# sync_fifo

**sync_fifo: track usage over the die**

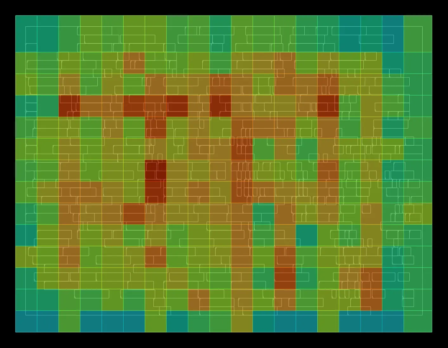

### src/rtl/sync_fifo.sv
// Single-clock FIFO with registered occupancy count, threshold flags, sticky
// overflow/underflow errors and an optional first-word-fall-through read port.
module sync_fifo #(
    parameter int DATA_WIDTH = 8,
    parameter int DEPTH      = 16,
    parameter int AFULL_TH   = DEPTH - 2,
    parameter int AEMPTY_TH  = 2,
    parameter int FWFT       = 0
) (
    input  logic                       clk,
    input  logic                       rst,
    input  logic                       wr_en,
    input  logic [DATA_WIDTH-1:0]      wdata,
    input  logic                       rd_en,
    output logic [DATA_WIDTH-1:0]      rdata,
    output logic                       full,
    output logic                       empty,
    output logic                       almost_full,
    output logic                       almost_empty,
    output logic [$clog2(DEPTH):0]     count,
    output logic                       overflow,
    output logic                       underflow,
    input  logic                       err_clr
);
    localparam int AW = $clog2(DEPTH);
    localparam int CW = AW + 1;

    logic [DATA_WIDTH-1:0] mem [DEPTH];
    logic [AW:0]           wptr;
    logic [AW:0]           rptr;
    logic                  wr_ok;
    logic                  rd_ok;
    logic                  unused_ptr_msb;

    // Flags come from the registered count, so an empty->non-empty transition
    // becomes visible exactly one cycle after the write edge.
    assign full         = (count == CW'(DEPTH));
    assign empty        = (count == '0);
    assign almost_full  = (count >= CW'(AFULL_TH));
    assign almost_empty = (count <= CW'(AEMPTY_TH));

    assign wr_ok = wr_en && !full;
    assign rd_ok = rd_en && !empty;

    // Occupancy is tracked by count; pointer MSBs only keep the wrap modulo 2*DEPTH.
    assign unused_ptr_msb = wptr[AW] ^ rptr[AW];

    always_ff @(posedge clk) begin
        if (rst) begin
            wptr      <= '0;
            rptr      <= '0;
            count     <= '0;
            overflow  <= 1'b0;
            underflow <= 1'b0;
        end else begin
            if (wr_ok) wptr <= wptr + 1'b1;
            if (rd_ok) rptr <= rptr + 1'b1;
            case ({wr_ok, rd_ok})
                2'b10:   count <= count + 1'b1;
                2'b01:   count <= count - 1'b1;
                default: count <= count;
            endcase
            // A same-cycle error condition wins over err_clr.
            overflow  <= (overflow  && !err_clr) || (wr_en && full);
            underflow <= (underflow && !err_clr) || (rd_en && empty);
        end
    end

    always_ff @(posedge clk) begin
        if (wr_ok && !rst) mem[wptr[AW-1:0]] <= wdata;
    end

    generate
        if (FWFT == 0) begin : g_std
            logic [DATA_WIDTH-1:0] rdata_q;
            always_ff @(posedge clk) begin
                if (rst)        rdata_q <= '0;
                else if (rd_ok) rdata_q <= mem[rptr[AW-1:0]];
            end
            assign rdata = rdata_q;
        end else begin : g_fwft
            // Head entry is always on the port; rd_en just acknowledges it.
            assign rdata = mem[rptr[AW-1:0]];
        end
    endgenerate

endmodule

### config.mk
export PLATFORM = sky130hd
export DESIGN_NAME = sync_fifo
export DESIGN_NICKNAME = d
export VERILOG_FILES = /design/src/rtl/sync_fifo.sv
export SDC_FILE = /design/constraint.sdc
export NUM_CORES = 1
export LEC_CHECK = 0
export CAP_MARGIN = 20
export CORE_ASPECT_RATIO = 0.75
export CORE_MARGIN = 3
export CORE_UTILIZATION = 50
export CTS_BUF_LIST = sky130_fd_sc_hd__clkbuf_8
export CTS_CLUSTER_DIAMETER = 200
export DETAILED_ROUTE_END_ITERATION = 7
export HOLD_SLACK_MARGIN = 0.03
export PLACE_DENSITY_LB_ADDON = 0.05
export SLEW_MARGIN = 0
export SYNTH_ARGS = -nofsm -noshare
export SYNTH_HDL_FRONTEND = slang
export SYNTH_SLANG_ARGS = --single-unit
export TNS_END_PERCENT = 100
### constraint.sdc
create_clock -name clk -period 7.5 [get_ports clk]
set_clock_uncertainty 0.15 [all_clocks]
set_input_delay 0.75 -clock clk [delete_from_list [all_inputs] [get_ports clk]]
set_output_delay 0.75 -clock clk [all_outputs]
set_load 0.01 [all_outputs]
# nand_cmd_addr_seq

$ cat src/rtl/nand_seq_pkg.sv
// Shared types and constants for the NAND command/address latch sequencer.
package nand_seq_pkg;

    typedef enum logic [2:0] {
        ST_IDLE,
        ST_CE_SETUP,
        ST_CMD0,
        ST_ADDR,
        ST_CMD1,
        ST_WB_WAIT,
        ST_DONE
    } seq_state_t;

    typedef enum logic [1:0] {
        PH_SU,
        PH_WP,
        PH_WH
    } latch_phase_t;

    // Common ONFI opcodes used by the controller core
    localparam logic [7:0] OP_RESET   = 8'hFF;
    localparam logic [7:0] OP_READ_1  = 8'h00;
    localparam logic [7:0] OP_READ_2  = 8'h30;
    localparam logic [7:0] OP_PROG_1  = 8'h80;
    localparam logic [7:0] OP_PROG_2  = 8'h10;
    localparam logic [7:0] OP_ERASE_1 = 8'h60;
    localparam logic [7:0] OP_ERASE_2 = 8'hD0;
    localparam logic [7:0] OP_STATUS  = 8'h70;

    localparam logic [2:0] MAX_ADDR_BYTES = 3'd5;

    // Largest of the timing parameters, used to size the cycle counters
    function automatic int max5(input int a, input int b, input int c,
                                input int d, input int e);
        int m;
        m = a;
        if (b > m) m = b;
        if (c > m) m = c;
        if (d > m) m = d;
        if (e > m) m = e;
        return m;
    endfunction

endpackage

$ cat src/rtl/nand_cmd_addr_seq_latch_timer.sv
// Per-latch phase generator: walks SU -> WP -> WH while enabled and flags the
// final WH cycle so the sequencer can move to the next latch or state.
module nand_latch_timer
    import nand_seq_pkg::*;
#(
    parameter int T_SU_CYC = 1,
    parameter int T_WP_CYC = 2,
    parameter int T_WH_CYC = 2,
    parameter int CNT_W    = 3
) (
    input  logic         clk,
    input  logic         rst_n,
    input  logic         en,
    output latch_phase_t phase,
    output logic         last
);

    localparam logic [CNT_W-1:0] SU_END = CNT_W'(T_SU_CYC - 1);
    localparam logic [CNT_W-1:0] WP_END = CNT_W'(T_WP_CYC - 1);
    localparam logic [CNT_W-1:0] WH_END = CNT_W'(T_WH_CYC - 1);

    logic [CNT_W-1:0] cnt;
    logic             phase_end;

    // Decode the final cycle of the current phase and of the whole latch
    always_comb begin
        phase_end = 1'b0;
        case (phase)
            PH_SU:   phase_end = (cnt == SU_END);
            PH_WP:   phase_end = (cnt == WP_END);
            PH_WH:   phase_end = (cnt == WH_END);
            default: phase_end = 1'b1;
        endcase
        last = en && (phase == PH_WH) && phase_end;
    end

    // Phase/counter register; counter reloads at every phase boundary
    always_ff @(posedge clk or negedge rst_n) begin
        if (!rst_n) begin
            phase <= PH_SU;
            cnt   <= '0;
        end else if (!en) begin
            phase <= PH_SU;
            cnt   <= '0;
        end else if (phase_end) begin
            cnt <= '0;
            case (phase)
                PH_SU:   phase <= PH_WP;
                PH_WP:   phase <= PH_WH;
                default: phase <= PH_SU;
            endcase
        end else begin
            cnt <= cnt + CNT_W'(1);
        end
    end

endmodule

$ cat src/rtl/nand_cmd_addr_seq.sv
// NAND command/address latch sequencer: issues cmd0, up to five address bytes
// and an optional cmd1 to one chip, waits tWB, then pulses done.
module nand_cmd_addr_seq
    import nand_seq_pkg::*;
#(
    parameter int NUM_CE   = 8,
    parameter int CE_W     = 3,
    parameter int T_CS_CYC = 1,
    parameter int T_SU_CYC = 1,
    parameter int T_WP_CYC = 2,
    parameter int T_WH_CYC = 2,
    parameter int T_WB_CYC = 4
) (
    input  logic              clk,
    input  logic              rst_n,
    input  logic              req_valid,
    output logic              req_ready,
    input  logic [7:0]        req_cmd0,
    input  logic [2:0]        req_naddr,
    input  logic [39:0]       req_addr,
    input  logic              req_has_cmd1,
    input  logic [7:0]        req_cmd1,
    input  logic [CE_W-1:0]   req_ce,
    output logic              done,
    output logic              busy,
    output logic [NUM_CE-1:0] nand_cen,
    output logic              nand_cle,
    output logic              nand_ale,
    output logic              nand_wen,
    output logic              nand_wrn,
    output logic [7:0]        nand_dq_o,
    output logic              nand_dq_oe
);

    localparam int T_MAX = max5(T_CS_CYC, T_SU_CYC, T_WP_CYC, T_WH_CYC, T_WB_CYC);
    localparam int CNT_W = $clog2(T_MAX) + 1;
    localparam logic [CNT_W-1:0] CS_END = CNT_W'(T_CS_CYC - 1);
    localparam logic [CNT_W-1:0] WB_END = CNT_W'(T_WB_CYC - 1);

    seq_state_t        state_q, state_d;
    logic [CNT_W-1:0]  wcnt_q, wcnt_d;
    logic [2:0]        acnt_q, acnt_d;

    logic [7:0]        cmd0_q, cmd1_q;
    logic [2:0]        naddr_q;
    logic [39:0]       addr_q;
    logic              has_cmd1_q;
    logic [CE_W-1:0]   ce_q;

    logic [NUM_CE-1:0] ce_sel;
    logic              latch_en;
    logic              latch_last;
    latch_phase_t      latch_phase;
    seq_state_t        after_addr;

    assign ce_sel     = ~(NUM_CE'(1) << ce_q);
    assign latch_en   = (state_q == ST_CMD0) || (state_q == ST_ADDR) || (state_q == ST_CMD1);
    assign after_addr = has_cmd1_q ? ST_CMD1 : ST_WB_WAIT;
    assign nand_wrn   = 1'b1;
    assign busy       = ~req_ready;

    nand_latch_timer #(
        .T_SU_CYC (T_SU_CYC),
        .T_WP_CYC (T_WP_CYC),
        .T_WH_CYC (T_WH_CYC),
        .CNT_W    (CNT_W)
    ) u_timer (
        .clk   (clk),
        .rst_n (rst_n),
        .en    (latch_en),
        .phase (latch_phase),
        .last  (latch_last)
    );

    // State and sequencing counters
    always_ff @(posedge clk or negedge rst_n) begin
        if (!rst_n) begin
            state_q <= ST_IDLE;
            wcnt_q  <= '0;
            acnt_q  <= '0;
        end else begin
            state_q <= state_d;
            wcnt_q  <= wcnt_d;
            acnt_q  <= acnt_d;
        end
    end

    // Capture the request at accept; fields are ignored afterwards
    always_ff @(posedge clk) begin
        if (req_valid && req_ready) begin
            cmd0_q     <= req_cmd0;
            cmd1_q     <= req_cmd1;
            naddr_q    <= (req_naddr > MAX_ADDR_BYTES) ? MAX_ADDR_BYTES : req_naddr;
            addr_q     <= req_addr;
            has_cmd1_q <= req_has_cmd1;
            ce_q       <= req_ce;
        end
    end

    // Next-state and pin/handshake decode
    always_comb begin
        state_d    = state_q;
        wcnt_d     = wcnt_q;
        acnt_d     = acnt_q;
        req_ready  = 1'b0;
        done       = 1'b0;
        nand_cen   = '1;
        nand_cle   = 1'b0;
        nand_ale   = 1'b0;
        nand_wen   = 1'b1;
        nand_dq_o  = 8'h00;
        nand_dq_oe = 1'b0;
        case (state_q)
            ST_IDLE: begin
                req_ready = 1'b1;
                if (req_valid) begin
                    state_d = ST_CE_SETUP;
                    wcnt_d  = '0;
                end
            end
            ST_CE_SETUP: begin
                nand_cen = ce_sel;
                if (wcnt_q == CS_END) state_d = ST_CMD0;
                else                  wcnt_d  = wcnt_q + CNT_W'(1);
            end
            ST_CMD0: begin
                nand_cen   = ce_sel;
                nand_cle   = 1'b1;
                nand_dq_o  = cmd0_q;
                nand_dq_oe = 1'b1;
                nand_wen   = (latch_phase != PH_WP);
                if (latch_last) begin
                    acnt_d  = '0;
                    wcnt_d  = '0;
                    state_d = (naddr_q != 3'd0) ? ST_ADDR : after_addr;
                end
            end
            ST_ADDR: begin
                nand_cen   = ce_sel;
                nand_ale   = 1'b1;
                nand_dq_o  = addr_q[{acnt_q, 3'b000} +: 8];
                nand_dq_oe = 1'b1;
                nand_wen   = (latch_phase != PH_WP);
                if (latch_last) begin
                    wcnt_d = '0;
                    if (acnt_q + 3'd1 == naddr_q) state_d = after_addr;
                    else                          acnt_d  = acnt_q + 3'd1;
                end
            end
            ST_CMD1: begin
                nand_cen   = ce_sel;
                nand_cle   = 1'b1;
                nand_dq_o  = cmd1_q;
                nand_dq_oe = 1'b1;
                nand_wen   = (latch_phase != PH_WP);
                if (latch_last) begin
                    wcnt_d  = '0;
                    state_d = ST_WB_WAIT;
                end
            end
            ST_WB_WAIT: begin
                nand_cen = ce_sel;
                if (wcnt_q == WB_END) state_d = ST_DONE;
                else                  wcnt_d  = wcnt_q + CNT_W'(1);
            end
            ST_DONE: begin
                done    = 1'b1;
                state_d = ST_IDLE;
            end
            default: state_d = ST_IDLE;
        endcase
    end

endmodule

$ cat config.mk
export PLATFORM = sky130hd
export DESIGN_NAME = nand_cmd_addr_seq
export DESIGN_NICKNAME = d
export VERILOG_FILES = /design/src/rtl/nand_seq_pkg.sv /design/src/rtl/nand_cmd_addr_seq_latch_timer.sv /design/src/rtl/nand_cmd_addr_seq.sv
export SDC_FILE = /design/constraint.sdc
export NUM_CORES = 1
export LEC_CHECK = 0
export ABC_AREA = 1
export ABC_CLOCK_PERIOD_IN_PS = 3700
export CORE_MARGIN = 3
export CORE_UTILIZATION = 40
export CTS_BUF_LIST = sky130_fd_sc_hd__clkbuf_2
export CTS_CLUSTER_DIAMETER = 30
export CTS_CLUSTER_SIZE = 8
export DETAILED_ROUTE_END_ITERATION = 6
export GPL_TIMING_DRIVEN = 0
export PLACE_DENSITY = 0.7
export SETUP_SLACK_MARGIN = 0.02
export SKIP_CTS_REPAIR_TIMING = 1
export SLEW_MARGIN = 15
export SYNTH_ARGS = -nofsm -noshare
export SYNTH_HDL_FRONTEND = slang
export SYNTH_SLANG_ARGS = --single-unit
export TNS_END_PERCENT = 20
$ cat constraint.sdc
create_clock -name clk -period 3.7 [get_ports clk]
set_input_delay 0.37 -clock clk [delete_from_list [all_inputs] [get_ports clk]]
set_output_delay 0.37 -clock clk [all_outputs]
set_load 0.05 [all_outputs]
# dmem_master

==> config.mk <==
export PLATFORM = sky130hd
export DESIGN_NAME = dmem_master
export DESIGN_NICKNAME = d
export VERILOG_FILES = /design/src/rtl/dmem_master_pkg.sv /design/src/rtl/dmem_burst_ctr.sv /design/src/rtl/dmem_master.sv
export SDC_FILE = /design/constraint.sdc
export NUM_CORES = 1
export LEC_CHECK = 0
export CAP_MARGIN = 20
export CORE_MARGIN = 1.5
export CORE_UTILIZATION = 29
export CTS_BUF_LIST = sky130_fd_sc_hd__clkbuf_8
export DETAILED_ROUTE_END_ITERATION = 16
export MAX_ROUTING_LAYER = met4
export REMOVE_ABC_BUFFERS = 1
export SLEW_MARGIN = 10
export SYNTH_ARGS = -nofsm -noshare
export SYNTH_HDL_FRONTEND = slang
export SYNTH_HIERARCHICAL = 1
export SYNTH_SLANG_ARGS = --single-unit
==> constraint.sdc <==
create_clock -name clk -period 6.7 [get_ports clk]
set_input_delay 1.005 -clock clk [delete_from_list [all_inputs] [get_ports clk]]
set_output_delay 1.005 -clock clk [all_outputs]
set_load 0.02 [all_outputs]
==> src/rtl/dmem_master_pkg.sv <==
// Shared types and constants for the dmem_master data-memory bus initiator.
package dmem_master_pkg;

  localparam int unsigned MAX_BEATS = 2**3;
  localparam int unsigned IDX_MAX   = 2**16 - 1;

  typedef enum logic [2:0] {
    IDLE,
    BURST,
    DRAIN,
    ACK,
    ERR
  } state_t;

endpackage

==> src/rtl/dmem_burst_ctr.sv <==
// Burst beat counter: loads the start index and remaining beat count,
// then advances one word per step until the last beat is reached.
module dmem_burst_ctr #(
  parameter int unsigned IDX_W = 16,
  parameter int unsigned LEN_W = 3
) (
  input  logic             clk,
  input  logic             rst,
  input  logic             load,
  input  logic             step,
  input  logic [LEN_W-1:0] len,
  input  logic [IDX_W-1:0] start,
  output logic [IDX_W-1:0] idx,
  output logic             last
);

  logic [LEN_W-1:0] remain;

  always_ff @(posedge clk or posedge rst) begin
    if (rst) begin
      idx    <= '0;
      remain <= '0;
    end else if (load) begin
      idx    <= start;
      remain <= len;
    end else if (step && (remain != '0)) begin
      idx    <= idx + 1'b1;
      remain <= remain - 1'b1;
    end
  end

  assign last = (remain == '0);

endmodule

==> src/rtl/dmem_master.sv <==
// Load/store bus initiator for the data memory strobe interface: single or
// burst requests in, one memory beat per cycle out, response pulses back.
module dmem_master
  import dmem_master_pkg::*;
#(
  parameter int unsigned ADDR_W = 32,
  parameter int unsigned DATA_W = 32,
  parameter int unsigned IDX_W  = $clog2(IDX_MAX + 1),
  parameter int unsigned LEN_W  = $clog2(MAX_BEATS)
) (
  input  logic              clk,
  input  logic              rst,
  input  logic              req_valid,
  output logic              req_ready,
  input  logic              req_write,
  input  logic [ADDR_W-1:0] req_addr,
  input  logic [DATA_W-1:0] req_wdata,
  input  logic [LEN_W-1:0]  req_len,
  output logic              rsp_valid,
  output logic [DATA_W-1:0] rsp_data,
  output logic              rsp_last,
  output logic              rsp_err,
  output logic              mem_rd,
  output logic              mem_wrt,
  output logic [ADDR_W-1:0] mem_addr,
  output logic [DATA_W-1:0] mem_datain,
  input  logic [DATA_W-1:0] mem_dataout
);

  state_t state, state_n;

  logic              rsp_valid_n, rsp_last_n, rsp_err_n;
  logic [DATA_W-1:0] rsp_data_n;
  logic              mem_rd_n, mem_wrt_n;
  logic [DATA_W-1:0] mem_datain_n;

  logic              ctr_load, ctr_step, ctr_last;
  logic [IDX_W-1:0]  ctr_idx;

  logic [IDX_W:0]    end_idx;
  logic              bad_req;

  // A carry out of the index field means the burst would wrap past IDX_MAX.
  assign end_idx = {1'b0, req_addr[IDX_W-1:0]} + (IDX_W+1)'(req_len);
  assign bad_req = (|req_addr[ADDR_W-1:IDX_W]) | end_idx[IDX_W];

  assign req_ready = (state == IDLE);
  assign mem_addr  = ADDR_W'(ctr_idx);

  dmem_burst_ctr #(
    .IDX_W (IDX_W),
    .LEN_W (LEN_W)
  ) u_ctr (
    .clk   (clk),
    .rst   (rst),
    .load  (ctr_load),
    .step  (ctr_step),
    .len   (req_len),
    .start (req_addr[IDX_W-1:0]),
    .idx   (ctr_idx),
    .last  (ctr_last)
  );

  always_comb begin
    state_n      = state;
    rsp_valid_n  = 1'b0;
    rsp_last_n   = 1'b0;
    rsp_err_n    = 1'b0;
    rsp_data_n   = '0;
    mem_rd_n     = mem_rd;
    mem_wrt_n    = mem_wrt;
    mem_datain_n = mem_datain;
    ctr_load     = 1'b0;
    ctr_step     = 1'b0;

    unique case (state)
      IDLE: begin
        if (req_valid) begin
          if (bad_req) begin
            state_n = ERR;
          end else begin
            state_n   = BURST;
            ctr_load  = 1'b1;
            mem_rd_n  = !req_write;
            mem_wrt_n = req_write;
            if (req_write) mem_datain_n = req_wdata;
          end
        end
      end
      BURST: begin
        // The beat presented last cycle has its read data on mem_dataout now.
        if (mem_rd) begin
          rsp_valid_n = 1'b1;
          rsp_data_n  = mem_dataout;
          rsp_last_n  = ctr_last;
        end
        if (ctr_last) begin
          mem_rd_n  = 1'b0;
          mem_wrt_n = 1'b0;
          state_n   = mem_wrt ? ACK : DRAIN;
        end else begin
          ctr_step = 1'b1;
        end
      end
      DRAIN: begin
        state_n = IDLE;
      end
      ACK: begin
        rsp_valid_n = 1'b1;
        rsp_last_n  = 1'b1;
        state_n     = IDLE;
      end
      ERR: begin
        rsp_valid_n = 1'b1;
        rsp_last_n  = 1'b1;
        rsp_err_n   = 1'b1;
        state_n     = IDLE;
      end
      default: state_n = IDLE;
    endcase
  end

  always_ff @(posedge clk or posedge rst) begin
    if (rst) begin
      state      <= IDLE;
      rsp_valid  <= 1'b0;
      rsp_last   <= 1'b0;
      rsp_err    <= 1'b0;
      rsp_data   <= '0;
      mem_rd     <= 1'b0;
      mem_wrt    <= 1'b0;
      mem_datain <= '0;
    end else begin
      state      <= state_n;
      rsp_valid  <= rsp_valid_n;
      rsp_last   <= rsp_last_n;
      rsp_err    <= rsp_err_n;
      rsp_data   <= rsp_data_n;
      mem_rd     <= mem_rd_n;
      mem_wrt    <= mem_wrt_n;
      mem_datain <= mem_datain_n;
    end
  end

endmodule


==> screenshots <==
Placement by cell class.
panel A
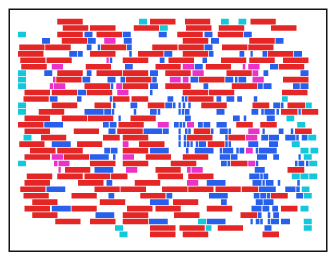
panel B
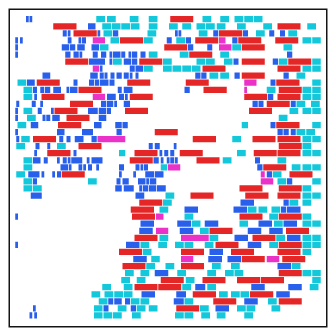
panel C
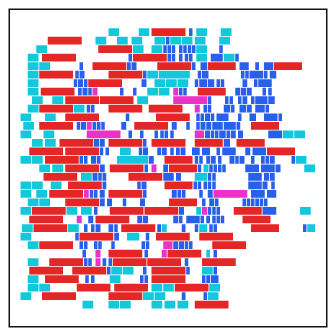
The one with the most sequential cells is panel A.
- dmem_master = panel B
- nand_cmd_addr_seq = panel C
- sync_fifo = panel A

**dmem_master: clock distribution**

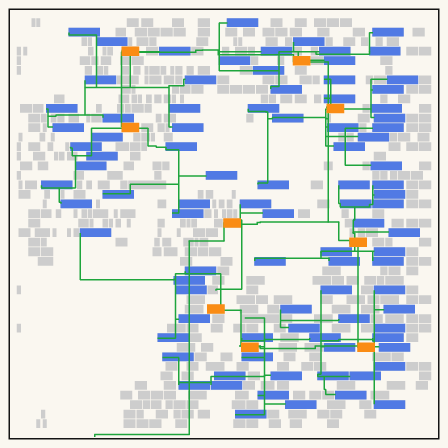
[clock wires] green | length: 1300 um
[flip-flops] blue | count: 91
[cells driving clock nets] orange | count: 9
routed clock nets	10
flops lie	spread over the die
clock network power share: 33.8%
P_clk: 415 uW
worst-skew pair later-pin latency: 0.38 ns

**dmem_master: track usage over the die**

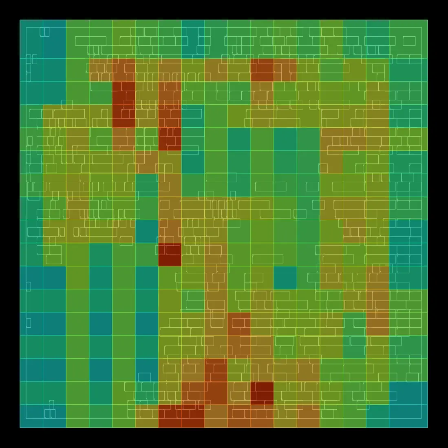
met1 Use GR: 19.2%
utilization after layout: 45.3%
WL/cell: 15.4 um

==> impl_metrics.tcl, dmem_master <==
# collected from the flow reports
set metrics [dict create \
    avgSynthCellArea_um2 12.2 \
    synth_flops 91 \
    r2r_cells 8 \
    dpl.hpwl_um 7800 \
    maxCapViolations 0 \
    status "complete, no violations" \
    buffer_area_share_pct 30.4 \
    period_minus_slack_ns 3.48 \
    p_seq_share_pct 49.1 \
    die_height_um 122 \
    p_seq_uw 604 \
    clock_skew_ns 0.00480 \
    rrSetupSlack_ns 4.07 \
    final_cell_count_no_fill 703 \
    inverters 10 \
    setup.worst_path.class "input pin to register" \
    grt_max_degree 50 \
    place_inst 687 \
]
-- dmem_master: layout by cell type, fill, tap and decap left out, types with 9 or more instances in the layout --
cell type        instances
clkdlybuf4s50_1        188
dfrtp_1                 91
clkbuf_8                 9
nand2_1                 23
xor2_1                  10
inv_1                   10
conb_1                  16
o21ai_0                 21
and3_1                  34
mux2_4                  29
-- dmem_master: layer usage --
metal | routed length, um | track usage, %
met1 | 4740 | 19.2
met2 | 5220 | 23.1
met3 | 699 | 4.12
met4 | 182 | 5.74
met5 | 0 | -
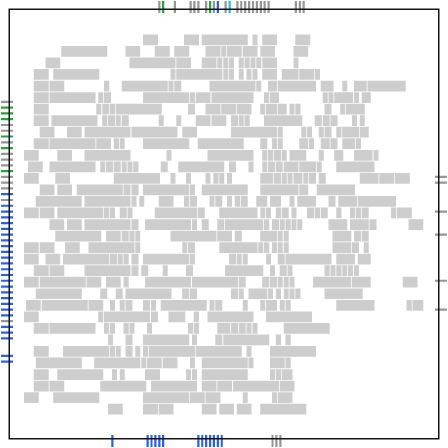
**Above:** nand_cmd_addr_seq (pin map).
Pins as bars across the die edge, other pins in grey.
port	colour	pins	direction	edge
req_addr	blue	40	input	26 west, 13 south, 1 north
req_cmd0	green	8	input	6 west, 2 north
req_has_cmd1	cyan	1	input	north
all pins by edge	44 west, 24 north, 16 south, 6 east

**nand_cmd_addr_seq: track usage over the die**

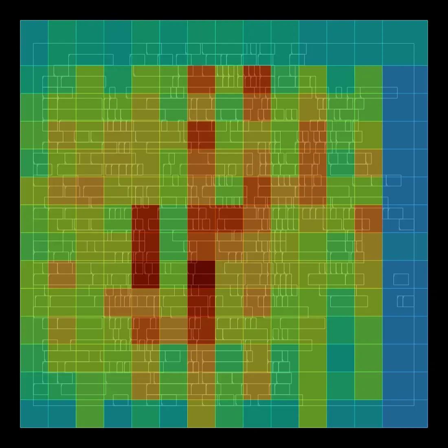
met1 Use GR: 19.1%
M2 GR Usage: 26.4%
met3 usage: 5.54%
WL/cell: 13.3 um

==> impl_metrics.tcl, nand_cmd_addr_seq <==
# collected from the flow reports
set metrics [dict create \
    busiest_layer "met2" \
    startpoint_type "register" \
    clock_path_buffers 2 \
    adder_share_pct 4.17 \
    fillers 710 \
    final_util_pct 57.2 \
    place_inst 552 \
    cts_buffers 9 \
    xor_share_pct 0.243 \
    period_minus_slack_ns 3.24 \
    slew_headroom_pct 52.1 \
    pg_clk_uw 592 \
    sh_seq_area_pct 46.3 \
    clock_skew_ns 0.0319 \
    wl_met1_um 3150 \
    holdWs_ns 0.244 \
    gr-total-overflow 0 \
    power_density_nw_per_um2 712 \
    routabilityCongestion 0.816 \
    area_delta_synth_final_pct 34.4 \
    htree_levels 3 \
    status "complete, no violations" \
    ys_seq_share_pct 62.3 \
    synth_stat.cells 357 \
    nonClockBufferCount 98 \
    synth_flops 77 \
    core_area_um2 8460 \
    finalSetupTns_ns 0 \
    logic_area_um2 1150 \
    detail-route-antenna-nets 0 \
    worstMarginPinSlew_ns 0.717 \
    p_clk_share_pct 17.2 \
    worstPathArrival_ns 2.87 \
    setup.worst_path.class "register to output port" \
    edf_count 63 \
    clock_sinks 77 \
    maxCapViolations 0 \
    drc 0 \
    clk_pin_slew_ns 0.22 \
    cts_tree "done" \
    drt-initial-drc-count 142 \
    diodes 0 \
    total_leakage_power_nw 1.99 \
    synthTopLogicFamily "simple AND/OR/NAND/NOR gates" \
]
## nand_cmd_addr_seq: critical path, cell delays in order, from the launching register on
cell	delay (ns)
dfrtp_1	0.42
buf_2	0.18
inv_2	0.07
buf_4	0.17
buf_6	0.16
nand3_2	0.15
o21ai_0	0.23
nand2_1	0.07
nand3_1	0.11
clkdlybuf4s50_1	0.81
## nand_cmd_addr_seq: flip-flops by register name, summed over array words and instances (netlist names)
signal and count:
u_timer.phase 2, has_cmd1_q 1, addr_q 40, acnt_q 3, wcnt_q 3, state_q 3
naddr_q 3, u_timer.cnt 3, cmd0_q 8, cmd1_q 8, ce_q 3
**sync_fifo: pin map**

Pins as bars across the die edge, other pins in grey.
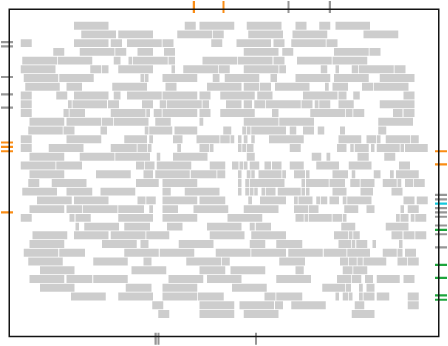
port	colour	pins	direction	edge
empty	cyan	1	output	east
rdata	orange	8	output	4 west, 2 north, 2 east
count	green	5	output	east
all pins by edge	16 east, 9 west, 4 north, 3 south

Notes on 'track usage over the die' of sync_fifo above:
Tot GR Track Use: 19.2%
utilization after layout: 58.2%
WL/cell: 20.9 um
gr busiest metal: met1
met1 Use GR: 28.6%

==> impl_metrics.tcl, sync_fifo <==
# collected from the flow reports
set metrics [dict create \
    setup_violations 0 \
    antenna_found_initial 0 \
    min_to "rdata[6]" \
    swShare_pct 30.5 \
    cts_buffers 17 \
    postCtsSetupBuffers 0 \
    sh_seq_area_pct 63.0 \
    detail-route-antenna-nets 0 \
    drt-vias-per-instance 5.47 \
    period_minus_slack_ns 3.52 \
    total_leakage_power_nw 2.18 \
    worstReg2RegStart "count[4]" \
    wl_met1_um 5830 \
    cts_hold_buf 0 \
    seq_cell_count 151 \
    critPathCaptureType "register" \
    finalPower_mw 2.12 \
    use_met3_pct 5.36 \
    setup.worst_path.start "rd_en" \
    inverters 5 \
    layout_worst_path_cycle_share_pct 46.9 \
    status "complete, no violations" \
    buffer_area_share_pct 4.87 \
    vias 3158 \
    cts_resized 0 \
]
==> sync_fifo: cells by family (layout without fill, tap and decap cells) <==
kind of cell    after synthesis  after routing  share of synthesized area [%]
flops                       151            151                           70.9
fa+ha+maj                    10             10                           2.18
compound gates               47             47                           6.08
buf+inv                      26             71                           2.06
simple gates                 74             74                           5.44
xor+xnor                      9              9                           1.30
mux                          53             53                           12.1
==> sync_fifo: critical path, cell delays in order <==
cell	delay, ns
clkdlybuf4s50_1	0.55
a21boi_2	0.72
ha_1	0.42
ha_1	0.32
a21o_1	0.20
a21oi_1	0.18
mux2i_1	0.22
mux2_2	0.34


==> layout pictures side by side <==
Metal layers overlaid.
Only two layers are drawn.
Plate I
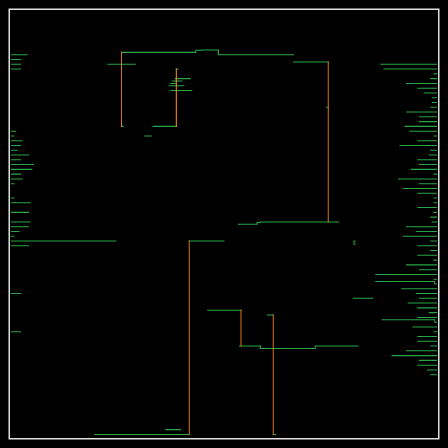
Plate II
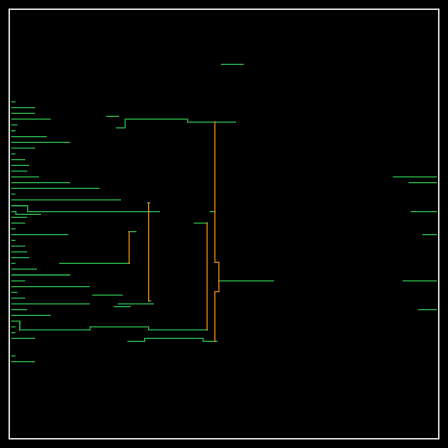
Plate III
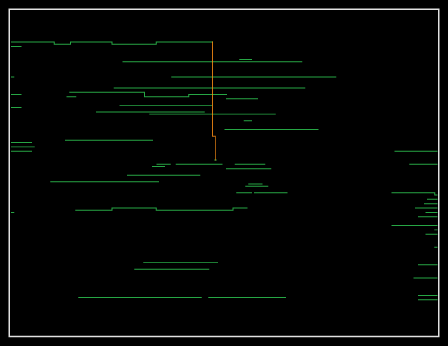
| picture | from |
|---|---|
| Plate III | sync_fifo |
| Plate II | nand_cmd_addr_seq |
| Plate I | dmem_master |
- least wire: Plate II

Power is estimated from default activity; no workload was simulated.
